# decoder_stream_flat

decoder_stream_flat, met1 routing:
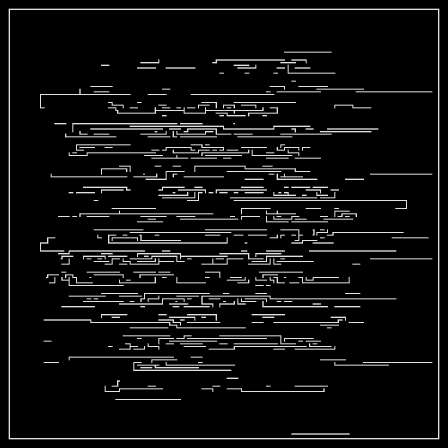

<file path="config.mk">
export PLATFORM = sky130hd
export DESIGN_NAME = decoder_stream_flat
export DESIGN_NICKNAME = d
export VERILOG_FILES = /design/src/rtl/decoder_stream_if.sv /design/src/rtl/decoder_stream.sv /design/src/flat_wrapper.sv
export SDC_FILE = /design/constraint.sdc
export NUM_CORES = 1
export LEC_CHECK = 0
export ABC_AREA = 1
export CORE_MARGIN = 4
export CORE_UTILIZATION = 49
export CTS_CLUSTER_SIZE = 20
export DETAILED_ROUTE_END_ITERATION = 10
export PLACE_DENSITY = 0.77
export SLEW_MARGIN = 40
export SYNTH_ARGS = -nofsm -noshare
export SYNTH_HDL_FRONTEND = slang
export SYNTH_SLANG_ARGS = --single-unit
</file>
<file path="constraint.sdc">
create_clock -name clk -period 1.7 [get_ports clk]
set_input_delay 0.34 -clock clk [delete_from_list [all_inputs] [get_ports clk]]
set_output_delay 0.34 -clock clk [all_outputs]
set_load 0.1 [all_outputs]
</file>
<file path="src/rtl/decoder_stream_if.sv">
// Handshake bundle for decoder_stream: command side (in_*) and decoded-beat side (out_*).
// master drives commands and consumes beats; slave is the decoder.
interface decoder_stream_if #(
   parameter int IN_W = 3
);
   localparam int OUT_W = 2 ** IN_W;

   logic             in_valid;
   logic             in_ready;
   logic [IN_W-1:0]  in_a;
   logic [1:0]       in_mode;
   logic             out_valid;
   logic             out_ready;
   logic [OUT_W-1:0] out_d;
   logic [IN_W-1:0]  out_a;
   logic             out_last;
   logic             out_err;

   modport master (
      output in_valid, in_a, in_mode, out_ready,
      input  in_ready, out_valid, out_d, out_a, out_last, out_err
   );

   modport slave (
      input  in_valid, in_a, in_mode, out_ready,
      output in_ready, out_valid, out_d, out_a, out_last, out_err
   );
endinterface

</file>
<file path="src/rtl/decoder_stream.sv">
// Streaming N-to-2^N decoder with one-hot, thermometer and scan modes behind a
// single registered output stage; scan walks one-hot beats up to the top line.
module decoder_stream #(
   parameter int IN_W       = 3,
   parameter bit ACTIVE_LOW = 1'b0
) (
   input logic             clk,
   input logic             rst_n,
   decoder_stream_if.slave bus
);
   localparam int OUT_W = 2 ** IN_W;
   localparam logic [IN_W:0]    CNT_ONE = {{IN_W{1'b0}}, 1'b1};
   localparam logic [IN_W:0]    CNT_TOP = {1'b0, {IN_W{1'b1}}};
   localparam logic [OUT_W-1:0] D_ONE   = {{(OUT_W-1){1'b0}}, 1'b1};

   typedef enum logic [0:0] {
      IDLE = 1'b0,
      SCAN = 1'b1
   } state_t;

   state_t           state_r, state_s;
   logic [IN_W:0]    cnt_r, cnt_s;
   logic [OUT_W-1:0] dec_r, dec_s;
   logic [IN_W-1:0]  out_a_r, out_a_s;
   logic             out_valid_r, out_valid_s;
   logic             out_last_r, out_last_s;
   logic             out_err_r, out_err_s;
   logic             in_ready_s, accept_s, hs_out_s;

   function automatic logic [OUT_W-1:0] onehot(input logic [IN_W:0] idx);
      onehot = D_ONE << idx;
   endfunction

   // Bits [idx:0] set; the shift drops out for the top line so the subtraction yields all ones.
   function automatic logic [OUT_W-1:0] thermo(input logic [IN_W:0] idx);
      thermo = (onehot(idx) << 1) - D_ONE;
   endfunction

   assign hs_out_s   = out_valid_r && bus.out_ready;
   assign in_ready_s = (state_r == IDLE) && (!out_valid_r || bus.out_ready);
   assign accept_s   = bus.in_valid && in_ready_s;

   // Next-state and output-register load selection.
   always_comb begin
      state_s     = state_r;
      cnt_s       = cnt_r;
      dec_s       = dec_r;
      out_a_s     = out_a_r;
      out_valid_s = out_valid_r;
      out_last_s  = out_last_r;
      out_err_s   = out_err_r;
      if (accept_s) begin
         out_valid_s = 1'b1;
         out_a_s     = bus.in_a;
         out_last_s  = 1'b1;
         out_err_s   = 1'b0;
         case (bus.in_mode)
            2'b00: dec_s = onehot({1'b0, bus.in_a});
            2'b01: dec_s = thermo({1'b0, bus.in_a});
            2'b10: begin
               dec_s = onehot({1'b0, bus.in_a});
               cnt_s = {1'b0, bus.in_a} + CNT_ONE;
               if ({1'b0, bus.in_a} == CNT_TOP) begin
                  state_s = IDLE;
               end else begin
                  out_last_s = 1'b0;
                  state_s    = SCAN;
               end
            end
            default: begin
               dec_s     = {OUT_W{1'b0}};
               out_err_s = 1'b1;
            end
         endcase
      end else if (state_r == SCAN && hs_out_s) begin
         dec_s      = onehot(cnt_r);
         out_a_s    = cnt_r[IN_W-1:0];
         out_last_s = (cnt_r == CNT_TOP);
         out_err_s  = 1'b0;
         cnt_s      = cnt_r + CNT_ONE;
         state_s    = (cnt_r == CNT_TOP) ? IDLE : SCAN;
      end else if (hs_out_s) begin
         out_valid_s = 1'b0;
      end else begin
         out_valid_s = out_valid_r;
      end
   end

   // State and output registers.
   always_ff @(posedge clk or negedge rst_n) begin
      if (!rst_n) begin
         state_r     <= IDLE;
         cnt_r       <= {(IN_W+1){1'b0}};
         dec_r       <= {OUT_W{1'b0}};
         out_a_r     <= {IN_W{1'b0}};
         out_valid_r <= 1'b0;
         out_last_r  <= 1'b0;
         out_err_r   <= 1'b0;
      end else begin
         state_r     <= state_s;
         cnt_r       <= cnt_s;
         dec_r       <= dec_s;
         out_a_r     <= out_a_s;
         out_valid_r <= out_valid_s;
         out_last_r  <= out_last_s;
         out_err_r   <= out_err_s;
      end
   end

   assign bus.in_ready  = in_ready_s;
   assign bus.out_valid = out_valid_r;
   assign bus.out_d     = ACTIVE_LOW ? ~dec_r : dec_r;
   assign bus.out_a     = out_a_r;
   assign bus.out_last  = out_last_r;
   assign bus.out_err   = out_err_r;
endmodule
</file>
<file path="src/flat_wrapper.sv">
// flat-port wrapper written by rule: the top's interface ports become plain ports
module decoder_stream_flat 
#(
   parameter int IN_W       = 3,
   parameter bit ACTIVE_LOW = 1'b0
)
  (clk, rst_n, bus_in_valid, bus_in_a, bus_in_mode, bus_out_ready, bus_in_ready, bus_out_valid, bus_out_d, bus_out_a, bus_out_last, bus_out_err);
  decoder_stream_if #(.IN_W(IN_W)) bus_i ();
  input logic clk;
  input logic rst_n;
  input wire logic [$bits(bus_i.in_valid)-1:0] bus_in_valid;
  input wire logic [$bits(bus_i.in_a)-1:0] bus_in_a;
  input wire logic [$bits(bus_i.in_mode)-1:0] bus_in_mode;
  input wire logic [$bits(bus_i.out_ready)-1:0] bus_out_ready;
  output wire logic [$bits(bus_i.in_ready)-1:0] bus_in_ready;
  output wire logic [$bits(bus_i.out_valid)-1:0] bus_out_valid;
  output wire logic [$bits(bus_i.out_d)-1:0] bus_out_d;
  output wire logic [$bits(bus_i.out_a)-1:0] bus_out_a;
  output wire logic [$bits(bus_i.out_last)-1:0] bus_out_last;
  output wire logic [$bits(bus_i.out_err)-1:0] bus_out_err;
  assign bus_i.in_valid = bus_in_valid;
  assign bus_i.in_a = bus_in_a;
  assign bus_i.in_mode = bus_in_mode;
  assign bus_i.out_ready = bus_out_ready;
  assign bus_in_ready = bus_i.in_ready;
  assign bus_out_valid = bus_i.out_valid;
  assign bus_out_d = bus_i.out_d;
  assign bus_out_a = bus_i.out_a;
  assign bus_out_last = bus_i.out_last;
  assign bus_out_err = bus_i.out_err;
  decoder_stream #(.IN_W(IN_W), .ACTIVE_LOW(ACTIVE_LOW)) u_core (.clk(clk), .rst_n(rst_n), .bus(bus_i));
endmodule
</file>
# param_memory

`src/rtl/param_memory.sv`:
```
// Byte-strobed single-port RAM with 1- or 2-cycle pipelined reads.
// Define MEM_PARITY_EN to add per-word even parity and the par_inj port.
module param_memory #(
   parameter int DATA_WIDTH = 32,
   parameter int ADDR_WIDTH = 6,
   parameter int DEPTH      = 48,
   parameter int RD_LATENCY = 1
) (
   input  logic                    clk,
   input  logic                    reset,
   input  logic [ADDR_WIDTH-1:0]   addr,
   input  logic                    wr_en,
   input  logic [DATA_WIDTH/8-1:0] wstrb,
   input  logic [DATA_WIDTH-1:0]   wdata,
   input  logic                    rd_en,
`ifdef MEM_PARITY_EN
   input  logic                    par_inj,
`endif
   output logic [DATA_WIDTH-1:0]   rdata,
   output logic                    rvalid,
   output logic                    rerr
);

   localparam int NB    = DATA_WIDTH / 8;
   localparam int IDX_W = (DEPTH > 1) ? $clog2(DEPTH) : 1;
   localparam logic [ADDR_WIDTH:0] DEPTH_L = (ADDR_WIDTH + 1)'(DEPTH);

   logic [DATA_WIDTH-1:0] mem [DEPTH];

   logic                  in_rng;
   logic [IDX_W-1:0]      idx;
   logic [DATA_WIDTH-1:0] cur;
   logic [DATA_WIDTH-1:0] merged;
   logic                  wr_go;
   logic                  perr;

   // Full-width compare so out-of-range addresses never alias.
   always_comb begin
      in_rng = ({1'b0, addr} < DEPTH_L);
      idx    = addr[IDX_W-1:0];
      cur    = in_rng ? mem[idx] : '0;
      merged = cur;
      for (int b = 0; b < NB; b++) begin
         if (wstrb[b]) merged[8*b +: 8] = wdata[8*b +: 8];
      end
      wr_go  = wr_en && in_rng && (|wstrb);
   end

   always_ff @(posedge clk) begin
      if (!reset) begin
         mem <= '{default: '0};
      end else if (wr_go) begin
         mem[idx] <= merged;
      end
   end

`ifdef MEM_PARITY_EN
   logic par [DEPTH];

   always_ff @(posedge clk) begin
      if (!reset) begin
         par <= '{default: 1'b0};
      end else if (wr_go) begin
         par[idx] <= (^merged) ^ par_inj;
      end
   end

   always_comb begin
      perr = 1'b0;
      if (in_rng) perr = ((^cur) != par[idx]);
   end
`else
   always_comb perr = 1'b0;
`endif

   logic                  v1;
   logic                  e1;
   logic [DATA_WIDTH-1:0] d1;

   // Data regs only load on a valid beat so rdata holds between reads.
   always_ff @(posedge clk) begin
      if (!reset) begin
         v1 <= 1'b0;
         e1 <= 1'b0;
         d1 <= '0;
      end else begin
         v1 <= rd_en;
         e1 <= rd_en && (!in_rng || perr);
         if (rd_en) d1 <= cur;
      end
   end

   generate
      if (RD_LATENCY == 2) begin : g_lat2
         logic                  v2;
         logic                  e2;
         logic [DATA_WIDTH-1:0] d2;

         always_ff @(posedge clk) begin
            if (!reset) begin
               v2 <= 1'b0;
               e2 <= 1'b0;
               d2 <= '0;
            end else begin
               v2 <= v1;
               e2 <= e1;
               if (v1) d2 <= d1;
            end
         end

         assign rdata  = d2;
         assign rvalid = v2;
         assign rerr   = e2;
      end else begin : g_lat1
         assign rdata  = d1;
         assign rvalid = v1;
         assign rerr   = e1;
      end
   endgenerate

endmodule

```
`config.mk`:
```
export PLATFORM = sky130hd
export DESIGN_NAME = param_memory
export DESIGN_NICKNAME = d
export VERILOG_FILES = /design/src/rtl/param_memory.sv
export SDC_FILE = /design/constraint.sdc
export NUM_CORES = 2
export LEC_CHECK = 0
export ABC_AREA = 1
export CAP_MARGIN = 20
export CORE_MARGIN = 2
export CORE_UTILIZATION = 40
export CTS_CLUSTER_SIZE = 30
export DETAILED_ROUTE_END_ITERATION = 7
export PLACE_DENSITY_LB_ADDON = 0.25
export SYNTH_ARGS = -nofsm -noshare
export SYNTH_HDL_FRONTEND = slang
export SYNTH_SLANG_ARGS = --single-unit
```
`constraint.sdc`:
```
create_clock -name clk -period 5.7 [get_ports clk]
set_input_delay 1.14 -clock clk [delete_from_list [all_inputs] [get_ports clk]]
set_output_delay 1.14 -clock clk [all_outputs]
set_load 0.02 [all_outputs]
```
# serial_alu

==> src/rtl/serial_alu.sv <==
// ============================================================================
// Module   : serial_alu
// Purpose  : Bit-serial MIPS ALU, one slice reused LSB-first over WIDTH cycles.
// Revision : 1.0
// ============================================================================
`default_nettype none

module serial_alu #(
    parameter int WIDTH = 32
) (
    input  logic             clk,
    input  logic             reset,
    input  logic             start,
    input  logic [WIDTH-1:0] a,
    input  logic [WIDTH-1:0] b,
    input  logic [2:0]       op,
    output logic             busy,
    output logic             done,
    output logic [WIDTH-1:0] result,
    output logic             zero,
    output logic             overflow,
    output logic             c_out
);

    localparam int             CW       = (WIDTH > 1) ? $clog2(WIDTH) : 1;
    localparam logic [CW-1:0]  LAST_IDX = CW'(WIDTH - 1);

    localparam logic [2:0] OP_AND = 3'b000;
    localparam logic [2:0] OP_OR  = 3'b001;
    localparam logic [2:0] OP_ADD = 3'b010;
    localparam logic [2:0] OP_SUB = 3'b110;
    localparam logic [2:0] OP_SLT = 3'b111;
    localparam logic [2:0] OP_NOR = 3'b100;

    typedef enum logic [1:0] {
        S_IDLE = 2'd0,
        S_RUN  = 2'd1,
        S_DONE = 2'd2
    } state_t;

    state_t             state_q, state_d;
    logic [WIDTH-1:0]   a_q, b_q;
    logic [2:0]         op_q;
    logic [CW-1:0]      cnt_q;
    logic               carry_q, carry_d;
    logic [WIDTH-1:0]   shadow_q, shadow_d;
    logic [WIDTH-1:0]   result_q, result_d;
    logic               ovf_q, ovf_d;
    logic               cout_q, cout_d;

    logic               is_sub;
    logic               bit_a, bit_b, bit_bb;
    logic               sum;
    logic               slice;
    logic               last_bit;

    // ---------------- state machine ----------------
    always_ff @(posedge clk) begin
        if (reset) begin
            state_q <= S_IDLE;
        end else begin
            state_q <= state_d;
        end
    end

    always_comb begin
        state_d = state_q;
        case (state_q)
            S_IDLE:  if (start) state_d = S_RUN;
            S_RUN:   if (last_bit) state_d = S_DONE;
            S_DONE:  state_d = S_IDLE;
            default: state_d = S_IDLE;
        endcase
    end

    // ---------------- one-bit slice ----------------
    always_comb begin
        is_sub   = (op_q == OP_SUB) || (op_q == OP_SLT);
        last_bit = (cnt_q == LAST_IDX);
        bit_a    = a_q[cnt_q];
        bit_b    = b_q[cnt_q];
        bit_bb   = bit_b ^ is_sub;
        sum      = bit_a ^ bit_bb ^ carry_q;
        carry_d  = (bit_a & bit_bb) | (bit_a & carry_q) | (bit_bb & carry_q);

        case (op_q)
            OP_AND:                 slice = bit_a & bit_b;
            OP_OR:                  slice = bit_a | bit_b;
            OP_NOR:                 slice = ~(bit_a | bit_b);
            OP_ADD, OP_SUB, OP_SLT: slice = sum;
            default:                slice = 1'b0;
        endcase

        shadow_d = {slice, shadow_q[WIDTH-1:1]};
    end

    // Final values, only meaningful while the MSB is being processed:
    // carry_q is then the carry into the MSB, carry_d the carry out.
    always_comb begin
        result_d = shadow_d;
        ovf_d    = 1'b0;
        cout_d   = 1'b0;
        case (op_q)
            OP_ADD, OP_SUB: begin
                ovf_d  = carry_q ^ carry_d;
                cout_d = carry_d;
            end
            OP_SLT: begin
                result_d    = '0;
                result_d[0] = sum ^ (carry_q ^ carry_d);
                cout_d      = carry_d;
            end
            OP_AND, OP_OR, OP_NOR: ;
            default: result_d = '0;
        endcase
    end

    // ---------------- datapath registers ----------------
    always_ff @(posedge clk) begin
        if (reset) begin
            a_q      <= '0;
            b_q      <= '0;
            op_q     <= '0;
            cnt_q    <= '0;
            carry_q  <= 1'b0;
            shadow_q <= '0;
            result_q <= '0;
            ovf_q    <= 1'b0;
            cout_q   <= 1'b0;
        end else if (state_q == S_IDLE) begin
            if (start) begin
                a_q     <= a;
                b_q     <= b;
                op_q    <= op;
                cnt_q   <= '0;
                carry_q <= (op == OP_SUB) || (op == OP_SLT);
            end
        end else if (state_q == S_RUN) begin
            carry_q  <= carry_d;
            shadow_q <= shadow_d;
            cnt_q    <= cnt_q + 1'b1;
            if (last_bit) begin
                result_q <= result_d;
                ovf_q    <= ovf_d;
                cout_q   <= cout_d;
            end
        end
    end

    assign busy     = (state_q == S_RUN);
    assign done     = (state_q == S_DONE);
    assign result   = result_q;
    assign overflow = ovf_q;
    assign c_out    = cout_q;
    assign zero     = (result_q == '0);

endmodule

`default_nettype wire

==> config.mk <==
export PLATFORM = sky130hd
export DESIGN_NAME = serial_alu
export DESIGN_NICKNAME = d
export VERILOG_FILES = /design/src/rtl/serial_alu.sv
export SDC_FILE = /design/constraint.sdc
export NUM_CORES = 1
export LEC_CHECK = 0
export CAP_MARGIN = 20
export CELL_PAD_IN_SITES_DETAIL_PLACEMENT = 2
export CELL_PAD_IN_SITES_GLOBAL_PLACEMENT = 2
export CORE_ASPECT_RATIO = 0.8
export CORE_UTILIZATION = 32
export DETAILED_ROUTE_END_ITERATION = 8
export PLACE_DENSITY_LB_ADDON = 0.1
export RECOVER_POWER = 100
export SYNTH_ARGS = -nofsm -noshare
export SYNTH_HDL_FRONTEND = slang
export SYNTH_SLANG_ARGS = --single-unit
export TNS_END_PERCENT = 5
==> constraint.sdc <==
create_clock -name clk -period 5.7 [get_ports clk]
set_input_delay 1.71 -clock clk [delete_from_list [all_inputs] [get_ports clk]]
set_output_delay 1.71 -clock clk [all_outputs]
set_load 0.02 [all_outputs]
decoder_stream_flat, M2 wires:
Bar = 20 µm. Cells faint in the background.
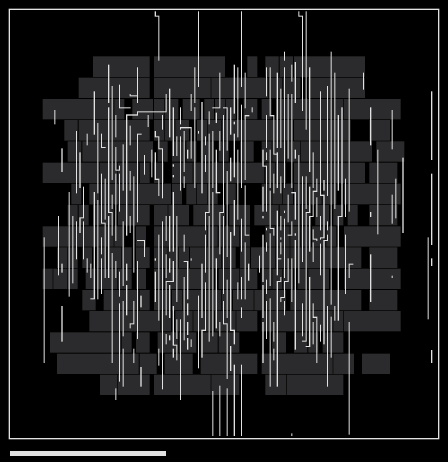
- nets with wire on the layer: 172
- wire length on this layer: 1570 µm
- longest straight run: 32.3 µm

## Picture notes: 'met1 routing' of decoder_stream_flat
- main direction: horizontal
- wire length on this layer: 1330 µm
- nets with wire on the layer: 174
- longest straight run: 22.1 µm
- share of all routed wire: 42%

==> qor.txt, decoder_stream_flat <==
metal3 WL - 186 µm
FMAX - 619 MHz
Reg clk slew, reported paths - 0.12 ns
most common cell in the synthesized netlist - nand2_1
Synth async-reset ratio - 100%
sequential share of cell area - 28.9%
number of flip-flops in the largest register - 8
highest routed metal layer - met4
FP Util - 53.2%
Synth top area share - 44.2%
gr usage total - 24.7%
Finished Layout Cells - 212
adder share - 1.16%
R2R Path End - u_core.cnt_r[2]
status - finished clean
tally of max-capacitance violations - 0
Via-to-Cell Ratio - 5.48
CP startpoint - u_core.bus.out_valid
Flop area - 479 µm²
Core Area - 2020 µm²
Logic area - 531 µm²
worst path cell trace - inv_1 > nor2_2 > nor2_4 > buf_12
Synth Flop Type - dfrtp_1
flop2flop setup slack - 0.16 ns
Worst path max stage delay - 0.53 ns
clk root buf - clkbuf_4
bufs w/o clock - 41
Final min period - 1.61 ns
startpoint types - flip-flop
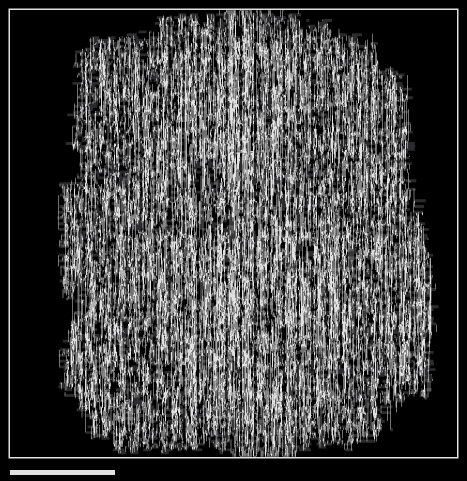
param_memory: M2 wires
Bar = 100 µm. Cells faint in the background.
- wire length on this layer: 107 mm
- nets with wire on the layer: 6737

==> qor.txt, param_memory <==
Rows - 154
status - finished clean
clock network area share - 7.21%
kind of critical path - in -> reg
WL met1 - 105000 µm
vias - 64.9k
Synth Flop Type - dfxtp_1
placed instance count - 11.8k
logic share of the area - 40.4%
synthesized instance count - 10.1k
Crit path max-delay family - buffers and inverters
Chip Area - 180000 µm²
distinct cell type count after synthesis - 23
flop count - 1570
gr usage total - 25.5%
DR iter-0 viols - 6274
Post-synth top cells - nand2_1 (2573), dfxtp_1 (1570), a21oi_1 (1535), o21ai_1 (1003), inv_1 (846)
Final min period - 4.14 ns
Final Wtd Congestion - 0.841
Log Warnings - 45
final wirelength - 236000 µm
final setup vio count - 0
metal3 WL - 15100 µm
Filler Cell Count - 17.7k
clk root buf - clkbuf_16
final worst-path cycle share - 72.5%
tally of max-capacitance violations - 0
gr busiest metal - met2
xor/xnor share - 0%
Complex Gates by Area - 23.9%
serial_alu, met3 routing:
Bar = 50 µm.
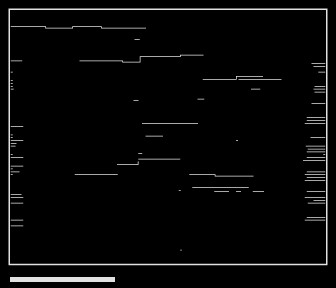
- longest straight run: 26.7 µm
- nets with wire on the layer: 59

==> qor.txt, serial_alu <==
status - finished, violations left
violated checks - max-capacitance violations, max-slew violations
CTS-repair resized insts - 0
Max clock buf depth - 2
Crit path max-delay family - simple AND/OR/NAND/NOR gates
Setup crit end - b_q[15]
EDFF count, synth - 0
Multiplexer share - 5.64%
Slew Limit Fails - 121
sequential fraction of the synthesis area - 49.4%
final setup vio count - 0
post-route cell area - 7460 µm²
Finished Layout Cells - 1015
H-tree depth - 4
post-route setup slack - 1.61 ns
critical hold path startpoint - a_q[19]
most numerous logic cells after layout - nand2_1 (208), dfxtp_1 (140), a21oi_1 (107), clkdlybuf4s50_1 (68), nor2_1 (51)
tally of max-capacitance violations - 3

## Gallery

Routing congestion map.
panel A
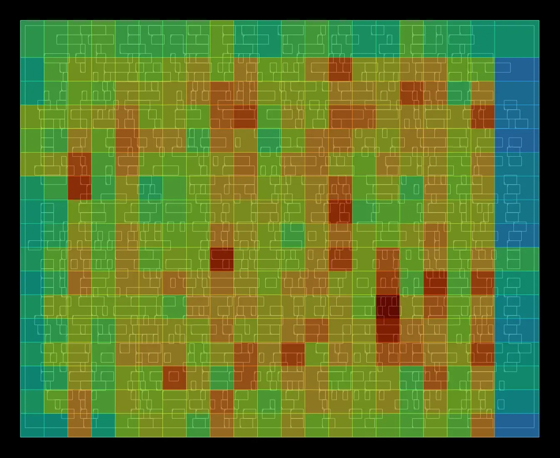
panel B
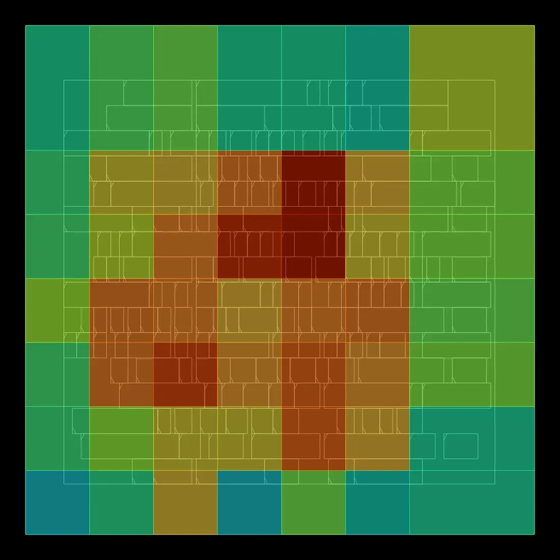
panel C
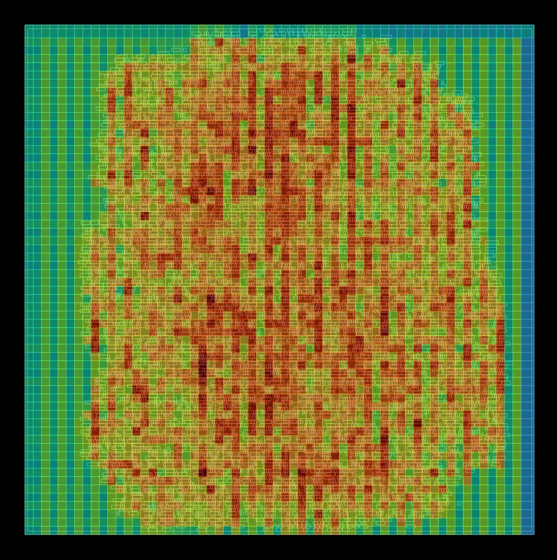
For param_memory, see panel C.
For serial_alu, see panel A.
For decoder_stream_flat, see panel B.


# free_list_mw

--- src/rtl/free_list_mw.sv ---
// free_list_mw
// Physical register free list for the rename stage. Tracks a busy vector
// (1 = allocated, 0 = free; preg 0 is permanently allocated). It offers the
// DISPATCH_WIDTH lowest free pregs each cycle and accepts COMMIT_WIDTH frees
// per cycle. NUM_CKPT checkpoint slots give single-cycle mispredict recovery.
//
// Ports:
//   clk, rst          clock, asynchronous active-high reset
//   alloc_req         per-lane allocation request
//   alloc_paddr       lane k = k-th lowest free preg (0 if none)
//   alloc_ready       at least DISPATCH_WIDTH pregs are free
//   free_valid        per-lane release strobe
//   free_paddr        per-lane preg to release
//   ckpt_save         capture next busy vector into slot ckpt_save_id
//   ckpt_restore      reload busy vector from slot ckpt_restore_id
//   free_count        registered count of free pregs
//   busy_vec          current busy vector
module free_list_mw #(
  parameter  int NUM_PREGS      = 64,
  parameter  int DISPATCH_WIDTH = 2,
  parameter  int COMMIT_WIDTH   = 2,
  parameter  int NUM_CKPT       = 4,
  localparam int PW             = $clog2(NUM_PREGS),
  localparam int CW             = $clog2(NUM_CKPT)
) (
  input  logic                         clk,
  input  logic                         rst,
  input  logic [DISPATCH_WIDTH-1:0]    alloc_req,
  output logic [DISPATCH_WIDTH*PW-1:0] alloc_paddr,
  output logic                         alloc_ready,
  input  logic [COMMIT_WIDTH-1:0]      free_valid,
  input  logic [COMMIT_WIDTH*PW-1:0]   free_paddr,
  input  logic                         ckpt_save,
  input  logic [CW-1:0]                ckpt_save_id,
  input  logic                         ckpt_restore,
  input  logic [CW-1:0]                ckpt_restore_id,
  output logic [PW:0]                  free_count,
  output logic [NUM_PREGS-1:0]         busy_vec
);

  localparam logic [NUM_PREGS-1:0] RESET_VEC = NUM_PREGS'(1);

  logic [NUM_PREGS-1:0] ckpt_q [NUM_CKPT];
  logic [NUM_PREGS-1:0] grant_mask;
  logic [NUM_PREGS-1:0] free_mask;
  logic [NUM_PREGS-1:0] busy_nxt;
  logic [PW:0]          count_nxt;
  logic [PW:0]          found;

  // Lane k takes the k-th free preg regardless of which lanes request, so a
  // lane that stays idle never shifts the pregs offered to higher lanes.
  always_comb begin
    alloc_paddr = '0;
    found       = '0;
    for (int i = 1; i < NUM_PREGS; i++) begin
      if (!busy_vec[i]) begin
        for (int k = 0; k < DISPATCH_WIDTH; k++) begin
          if (found == (PW+1)'(k)) alloc_paddr[k*PW +: PW] = PW'(i);
        end
        found = found + (PW+1)'(1);
      end
    end
  end

  assign alloc_ready = (free_count >= (PW+1)'(DISPATCH_WIDTH));

  always_comb begin
    grant_mask = '0;
    free_mask  = '0;
    // All-or-nothing grant: alloc_ready guarantees every lane has a real preg.
    for (int k = 0; k < DISPATCH_WIDTH; k++) begin
      if (alloc_req[k] && alloc_ready) grant_mask[alloc_paddr[k*PW +: PW]] = 1'b1;
    end
    for (int j = 0; j < COMMIT_WIDTH; j++) begin
      if (free_valid[j] && (free_paddr[j*PW +: PW] != '0))
        free_mask[free_paddr[j*PW +: PW]] = 1'b1;
    end
    // A restore drops this cycle's grants but still honours this cycle's frees.
    if (ckpt_restore) busy_nxt = ckpt_q[ckpt_restore_id] & ~free_mask;
    else              busy_nxt = (busy_vec | grant_mask) & ~free_mask;
    busy_nxt[0] = 1'b1;
    count_nxt = '0;
    for (int i = 1; i < NUM_PREGS; i++) begin
      if (!busy_nxt[i]) count_nxt = count_nxt + (PW+1)'(1);
    end
  end

  always_ff @(posedge clk or posedge rst) begin
    if (rst) begin
      busy_vec   <= RESET_VEC;
      free_count <= (PW+1)'(NUM_PREGS - 1);
      for (int c = 0; c < NUM_CKPT; c++) ckpt_q[c] <= RESET_VEC;
    end else begin
      busy_vec   <= busy_nxt;
      free_count <= count_nxt;
      // Frees scrub every slot so released pregs stay free across a restore.
      for (int c = 0; c < NUM_CKPT; c++) begin
        if (ckpt_save && !ckpt_restore && (ckpt_save_id == CW'(c)))
          ckpt_q[c] <= busy_nxt;
        else
          ckpt_q[c] <= ckpt_q[c] & ~free_mask;
      end
    end
  end

endmodule
--- config.mk ---
export PLATFORM = sky130hd
export DESIGN_NAME = free_list_mw
export DESIGN_NICKNAME = d
export VERILOG_FILES = /design/src/rtl/free_list_mw.sv
export SDC_FILE = /design/constraint.sdc
export NUM_CORES = 2
export LEC_CHECK = 0
export CORE_UTILIZATION = 45
export DETAILED_ROUTE_END_ITERATION = 7
export MAX_ROUTING_LAYER = met4
export PLACE_DENSITY_LB_ADDON = 0.2
export SYNTH_ARGS = -nofsm -noshare
export SYNTH_HDL_FRONTEND = slang
export SYNTH_SLANG_ARGS = --single-unit
--- constraint.sdc ---
create_clock -name clk -period 94.4 [get_ports clk]
set_input_delay 18.88 -clock clk [delete_from_list [all_inputs] [get_ports clk]]
set_output_delay 18.88 -clock clk [all_outputs]
set_load 0.01 [all_outputs]
# coin_acceptor

`config.mk`:
```
export PLATFORM = sky130hd
export DESIGN_NAME = coin_acceptor
export DESIGN_NICKNAME = d
export VERILOG_FILES = /design/src/rtl/coin_acceptor.sv
export SDC_FILE = /design/constraint.sdc
export NUM_CORES = 1
export LEC_CHECK = 0
export ABC_AREA = 1
export CAP_MARGIN = 0
export CORE_UTILIZATION = 48
export CTS_CLUSTER_DIAMETER = 50
export CTS_CLUSTER_SIZE = 14
export DETAILED_ROUTE_END_ITERATION = 16
export MAX_ROUTING_LAYER = met4
export PLACE_DENSITY = 0.64
export SLEW_MARGIN = 20
export SYNTH_ARGS = -nofsm -noshare
export SYNTH_HDL_FRONTEND = slang
export SYNTH_SLANG_ARGS = --single-unit
```
`constraint.sdc`:
```
create_clock -name clk -period 2.74 [get_ports clk]
set_input_delay 0.548 -clock clk [delete_from_list [all_inputs] [get_ports clk]]
set_output_delay 0.548 -clock clk [all_outputs]
set_load 0.02 [all_outputs]
```
`src/rtl/coin_acceptor.sv`:
```
// Coin-slot front end: synchronises and debounces the Rs5/Rs10 sensors, buffers
// accepted coins and emits one single-cycle COIN code per coin while OPEN is low.
module coin_acceptor #(
    parameter int DEBOUNCE   = 4,
    parameter int FIFO_DEPTH = 4,
    parameter int GAP        = 1
) (
    input  logic                               clk,
    input  logic                               reset,
    input  logic                               sense5,
    input  logic                               sense10,
    input  logic                               open,
    output logic [1:0]                         coin,
    output logic                               reject,
    output logic [$clog2(FIFO_DEPTH+1)-1:0]    pending,
    output logic                               full
);

    localparam int CW = $clog2(DEBOUNCE + 1);
    localparam int AW = $clog2(FIFO_DEPTH);
    localparam int PW = $clog2(FIFO_DEPTH + 1);
    localparam int GW = $clog2(GAP + 1);

    typedef enum logic [1:0] {
        ST_IDLE,
        ST_SEND,
        ST_GAP
    } state_t;

    // Bit 0 is the Rs5 channel, bit 1 the Rs10 channel, so a single-channel
    // event vector is already the COIN code for that coin.
    logic [1:0] sense_vec;
    logic [1:0] event_vec;

    assign sense_vec = {sense10, sense5};

    generate
        for (genvar gi = 0; gi < 2; gi++) begin : g_chan
            logic          sync1_reg;
            logic          sync2_reg;
            logic          level_reg;
            logic          event_reg;
            logic [CW-1:0] cnt_reg;

            always_ff @(posedge clk) begin
                if (!reset) begin
                    sync1_reg <= 1'b0;
                    sync2_reg <= 1'b0;
                    level_reg <= 1'b0;
                    event_reg <= 1'b0;
                    cnt_reg   <= '0;
                end else begin
                    sync1_reg <= sense_vec[gi];
                    sync2_reg <= sync1_reg;
                    event_reg <= 1'b0;
                    if (sync2_reg == level_reg) begin
                        cnt_reg <= '0;
                    end else if (cnt_reg == CW'(DEBOUNCE - 1)) begin
                        // This sample is the DEBOUNCE-th consecutive differing one.
                        level_reg <= sync2_reg;
                        event_reg <= sync2_reg;
                        cnt_reg   <= '0;
                    end else begin
                        cnt_reg <= cnt_reg + CW'(1);
                    end
                end
            end

            assign event_vec[gi] = event_reg;
        end
    endgenerate

    logic [1:0]    mem [FIFO_DEPTH];
    logic [AW-1:0] wr_ptr_reg;
    logic [AW-1:0] rd_ptr_reg;
    logic [PW-1:0] count_reg;
    logic [PW-1:0] count_next;
    logic          full_reg;
    logic          reject_reg;
    logic          reject_next;
    logic [1:0]    coin_reg;
    logic          push;
    logic          pop;
    logic          one_event;

    state_t        state_reg;
    state_t        state_next;
    logic [GW-1:0] gap_cnt_reg;
    logic [GW-1:0] gap_cnt_next;

    always_comb begin
        one_event   = ^event_vec;
        pop         = (state_reg == ST_IDLE) && (count_reg != '0) && !open;
        push        = one_event && ((count_reg != PW'(FIFO_DEPTH)) || pop);
        reject_next = (&event_vec) || (one_event && !push);
        count_next  = count_reg;
        if (push && !pop) begin
            count_next = count_reg + PW'(1);
        end else if (pop && !push) begin
            count_next = count_reg - PW'(1);
        end
    end

    always_ff @(posedge clk) begin
        if (push) begin
            mem[wr_ptr_reg] <= event_vec;
        end
    end

    always_ff @(posedge clk) begin
        if (!reset) begin
            wr_ptr_reg <= '0;
            rd_ptr_reg <= '0;
            count_reg  <= '0;
            full_reg   <= 1'b0;
            reject_reg <= 1'b0;
            coin_reg   <= 2'b00;
        end else begin
            if (push) begin
                wr_ptr_reg <= wr_ptr_reg + AW'(1);
            end
            if (pop) begin
                rd_ptr_reg <= rd_ptr_reg + AW'(1);
            end
            count_reg  <= count_next;
            full_reg   <= (count_next == PW'(FIFO_DEPTH));
            reject_reg <= reject_next;
            // Head is read on the pop edge so the code appears in the SEND cycle.
            coin_reg   <= pop ? mem[rd_ptr_reg] : 2'b00;
        end
    end

    always_ff @(posedge clk) begin
        if (!reset) begin
            state_reg   <= ST_IDLE;
            gap_cnt_reg <= '0;
        end else begin
            state_reg   <= state_next;
            gap_cnt_reg <= gap_cnt_next;
        end
    end

    always_comb begin
        state_next   = state_reg;
        gap_cnt_next = gap_cnt_reg;
        case (state_reg)
            ST_IDLE: begin
                if (pop) begin
                    state_next = ST_SEND;
                end
            end
            ST_SEND: begin
                state_next   = ST_GAP;
                gap_cnt_next = '0;
            end
            ST_GAP: begin
                if (gap_cnt_reg == GW'(GAP - 1)) begin
                    state_next   = ST_IDLE;
                    gap_cnt_next = '0;
                end else begin
                    gap_cnt_next = gap_cnt_reg + GW'(1);
                end
            end
            default: begin
                state_next   = ST_IDLE;
                gap_cnt_next = '0;
            end
        endcase
    end

    assign coin    = coin_reg;
    assign reject  = reject_reg;
    assign pending = count_reg;
    assign full    = full_reg;

endmodule

```
# lbist_controller

### src/rtl/lbist_controller.sv
// lbist_controller: sequences one logic-BIST session (LFSR seed, shift/capture
// windows, MISR unload, signature compare) and reports pass/fail on go_nogo_o.
module lbist_controller #(
  parameter int                   CHAIN_LEN    = 64,
  parameter int                   NUM_PATTERNS = 1024,
  parameter int                   SIG_WIDTH    = 32,
  parameter logic [SIG_WIDTH-1:0] GOLDEN_SIG   = 32'h5A3C_96E1
) (
  input  logic                 clk,
  input  logic                 rst_n,
  input  logic                 normal_test_i,
  input  logic [SIG_WIDTH-1:0] misr_sig_i,
  output logic                 test_mode_o,
  output logic                 scan_en_o,
  output logic                 lfsr_load_o,
  output logic                 lfsr_en_o,
  output logic                 misr_clr_o,
  output logic                 misr_en_o,
  output logic                 busy_o,
  output logic                 done_o,
  output logic                 go_nogo_o
);

  localparam int SW = $clog2(CHAIN_LEN);
  localparam int PW = $clog2(NUM_PATTERNS + 1);

  localparam logic [SW-1:0] SHIFT_LAST = SW'(CHAIN_LEN - 1);
  localparam logic [PW-1:0] PAT_LAST   = PW'(NUM_PATTERNS - 1);

  typedef enum logic [2:0] {
    IDLE    = 3'd0,
    INIT    = 3'd1,
    SHIFT   = 3'd2,
    CAPTURE = 3'd3,
    UNLOAD  = 3'd4,
    COMPARE = 3'd5,
    DONE    = 3'd6
  } state_t;

  state_t        r_state;
  state_t        w_state_nxt;
  logic [SW-1:0] r_shift_cnt;
  logic [SW-1:0] w_shift_cnt_nxt;
  logic [PW-1:0] r_pat_cnt;
  logic [PW-1:0] w_pat_cnt_nxt;
  logic          r_go_nogo;
  logic          w_go_nogo_nxt;

  // State, counters and result register; reset aborts any session at once.
  always_ff @(posedge clk or negedge rst_n) begin
    if (!rst_n) begin
      r_state     <= IDLE;
      r_shift_cnt <= '0;
      r_pat_cnt   <= '0;
      r_go_nogo   <= 1'b0;
    end else begin
      r_state     <= w_state_nxt;
      r_shift_cnt <= w_shift_cnt_nxt;
      r_pat_cnt   <= w_pat_cnt_nxt;
      r_go_nogo   <= w_go_nogo_nxt;
    end
  end

  // Next-state/counter logic plus output decode; outputs depend on state and
  // counters only, so no input reaches an output combinationally.
  always_comb begin
    w_state_nxt     = r_state;
    w_shift_cnt_nxt = r_shift_cnt;
    w_pat_cnt_nxt   = r_pat_cnt;
    w_go_nogo_nxt   = r_go_nogo;
    test_mode_o     = 1'b0;
    scan_en_o       = 1'b0;
    lfsr_load_o     = 1'b0;
    lfsr_en_o       = 1'b0;
    misr_clr_o      = 1'b0;
    misr_en_o       = 1'b0;
    busy_o          = 1'b0;
    done_o          = 1'b0;

    case (r_state)
      IDLE: begin
        if (!normal_test_i) begin
          w_state_nxt   = INIT;
          w_go_nogo_nxt = 1'b0;
        end
      end
      INIT: begin
        test_mode_o     = 1'b1;
        lfsr_load_o     = 1'b1;
        misr_clr_o      = 1'b1;
        busy_o          = 1'b1;
        w_shift_cnt_nxt = '0;
        w_pat_cnt_nxt   = '0;
        w_state_nxt     = SHIFT;
      end
      SHIFT: begin
        test_mode_o = 1'b1;
        scan_en_o   = 1'b1;
        lfsr_en_o   = 1'b1;
        busy_o      = 1'b1;
        // The very first load shifts out uncaptured flops, not a response.
        misr_en_o   = (r_pat_cnt != '0);
        if (r_shift_cnt == SHIFT_LAST) begin
          w_shift_cnt_nxt = '0;
          w_state_nxt     = CAPTURE;
        end else begin
          w_shift_cnt_nxt = r_shift_cnt + SW'(1);
        end
      end
      CAPTURE: begin
        test_mode_o   = 1'b1;
        busy_o        = 1'b1;
        w_pat_cnt_nxt = r_pat_cnt + PW'(1);
        w_state_nxt   = (r_pat_cnt == PAT_LAST) ? UNLOAD : SHIFT;
      end
      UNLOAD: begin
        test_mode_o = 1'b1;
        scan_en_o   = 1'b1;
        misr_en_o   = 1'b1;
        busy_o      = 1'b1;
        if (r_shift_cnt == SHIFT_LAST) begin
          w_shift_cnt_nxt = '0;
          w_state_nxt     = COMPARE;
        end else begin
          w_shift_cnt_nxt = r_shift_cnt + SW'(1);
        end
      end
      COMPARE: begin
        test_mode_o   = 1'b1;
        busy_o        = 1'b1;
        w_go_nogo_nxt = (misr_sig_i == GOLDEN_SIG);
        w_state_nxt   = DONE;
      end
      DONE: begin
        test_mode_o = 1'b1;
        done_o      = 1'b1;
        if (normal_test_i) w_state_nxt = IDLE;
      end
      default: begin
        w_state_nxt = IDLE;
      end
    endcase

    // Returning to functional mode mid-session abandons it with no result.
    if (busy_o && normal_test_i) begin
      w_state_nxt     = IDLE;
      w_shift_cnt_nxt = '0;
      w_pat_cnt_nxt   = '0;
      w_go_nogo_nxt   = 1'b0;
    end
  end

  assign go_nogo_o = r_go_nogo;

endmodule
### config.mk
export PLATFORM = sky130hd
export DESIGN_NAME = lbist_controller
export DESIGN_NICKNAME = d
export VERILOG_FILES = /design/src/rtl/lbist_controller.sv
export SDC_FILE = /design/constraint.sdc
export NUM_CORES = 1
export LEC_CHECK = 0
export CAP_MARGIN = 5
export CORE_MARGIN = 2
export CORE_UTILIZATION = 41
export CTS_CLUSTER_SIZE = 40
export DETAILED_ROUTE_END_ITERATION = 7
export GPL_ROUTABILITY_DRIVEN = 1
export PLACE_DENSITY = 0.85
export SETUP_SLACK_MARGIN = 0.4
export SLEW_MARGIN = 25
export SYNTH_ARGS = -nofsm -noshare
export SYNTH_HDL_FRONTEND = slang
export SYNTH_SLANG_ARGS = --single-unit
### constraint.sdc
create_clock -name clk -period 1.6 [get_ports clk]
set_input_delay 0.16 -clock clk [delete_from_list [all_inputs] [get_ports clk]]
set_output_delay 0.16 -clock clk [all_outputs]
set_load 0.1 [all_outputs]
free_list_mw, routing congestion map:
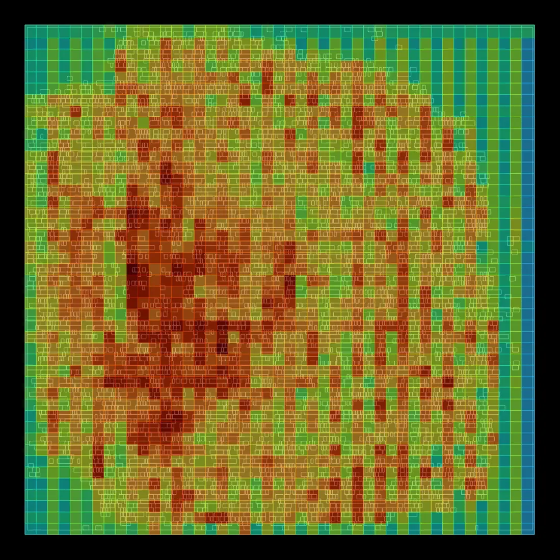
met2 global-route usage: 46.6%
gr usage total: 29.2%
gr busiest metal: met2
fin util: 49.2%

free_list_mw, M2 wires:
Bar = 100 µm. Cells faint in the background.
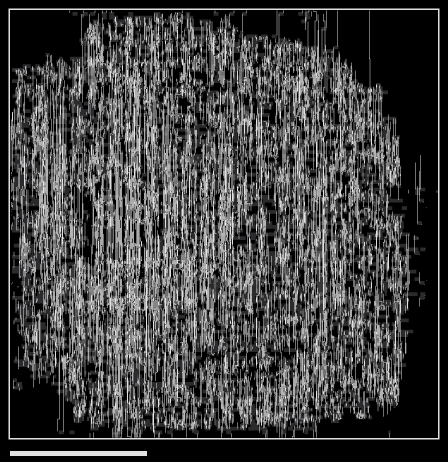
- nets with wire on the layer: 4706
- main direction: vertical
- share of all routed wire: 46%
- wire length on this layer: 66.1 mm
- longest straight run: 106 µm

==> qor.txt, free_list_mw <==
Worst-Margin Slew - 1.26 ns
Crit path depth - 404
Area Growth Syn to Fin - 8.39%
I/O Pins - 108
post-route setup slack - 12.22 ns
logic share of the area - 70.8%
Worst-Skew Late Latency - 0.58 ns
Chip Area - 97100 µm²
flop2flop setup slack - 12.22 ns
DR iter-0 viols - 3286
grt met1 use - 38.6%
#MultiIn Comb - 4541
FP Util - 45.4%
vias - 40.6k
Max clock buf depth - 3
status - finished clean
Finished Layout Cells - 6674
Synth Register Bits - 322
Synth async-reset ratio - 100%
sequential fraction of the synthesis area - 18.7%
Final HPWL DP - 110000 µm
FMAX - 12.2 MHz
tap cell count - 1265
critical hold path startpoint - ckpt_q[106]
antenna violations before repair - 1
Worst path max stage delay - 0.78 ns
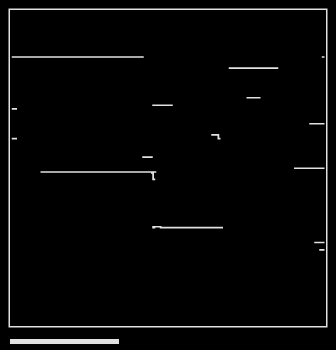
coin_acceptor: met3 routing
Bar = 20 µm.
- share of all routed wire: 3.9%
- longest straight run: 23.9 µm
- nets with wire on the layer: 12
- main direction: horizontal
- wire length on this layer: 89.3 µm

==> qor.txt, coin_acceptor <==
status - finished clean
Synth async-reset ratio - 0%
share of layout cells above drive strength 1 - 12.4%
hold depth - 2
metal3 WL - 89 µm
flop count - 35
clk root buf - clkbuf_4
largest net degree at the start of global routing - 13
r2r startpoint - pending[0]
highest routed metal layer - met4
PortBufs - 11
Antenna Nets Post-Route - 0
fin util - 60.6%
CP max stage cell - clkdlybuf4s50_1
clock network area share - 4.41%
CTS-repair resized insts - 0
distinct cell type count after synthesis - 29
Post-Syn Nets - 176
nets - 194
met3 usage - 6.03%
Slew Limit Fails - 0
lbist_controller, M2 wires:
Bar = 20 µm. Cells faint in the background.
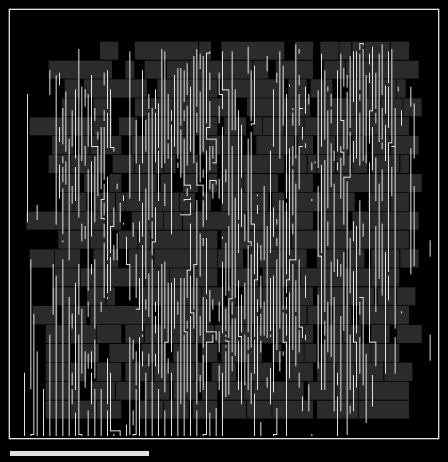
- nets with wire on the layer: 257
- wire length on this layer: 3000 µm
- longest straight run: 36.4 µm

==> qor.txt, lbist_controller <==
status - finished, violations left
violated checks - negative setup slack
Largest regs - r_pat_cnt (11), r_shift_cnt (6), r_state (3)
CP max stage cell - dfrtp_1
Synth async-reset ratio - 100%
vias - 1661
Leading cell kind - logic gates
DR iter-0 viols - 94
tally of max-capacitance violations - 0
final setup vio count - 14
Simple-Gate Area Share - 30.0%
Multiplexer share - 2.30%
most common cell in the synthesized netlist - dfrtp_1
kind of critical path - reg -> out
Rows - 20
Synth top area share - 38.6%
H-tree depth - 1
final worst-path cycle share - 116%
drt drc - 0
post-route setup slack - -0.257 ns
Crit path depth - 5
post-route cell area - 2610 µm²
logic share of the area - 40.0%
clk_skew - 0.00294 ns
Top logic family - simple AND/OR/NAND/NOR gates


==> notes/layouts.md <==
Pictures saved along the way, in no particular order.

Met3 routing.
(a)
Bar = 20 µm.
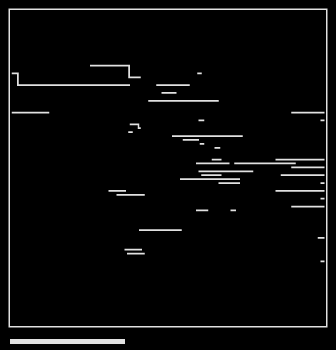
(b)
Bar = 20 µm.
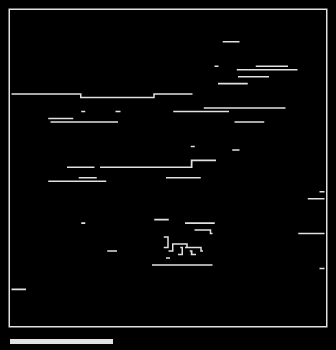
(c)
Bar = 100 µm.
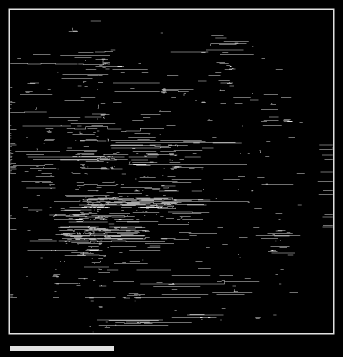
(d)
Bar = 100 µm.
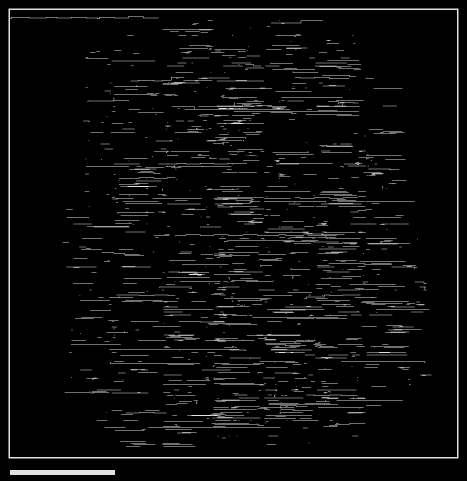
| from | picture |
|---|---|
| free_list_mw | (c) |
| param_memory | (d) |
| lbist_controller | (b) |
| decoder_stream_flat | (a) |

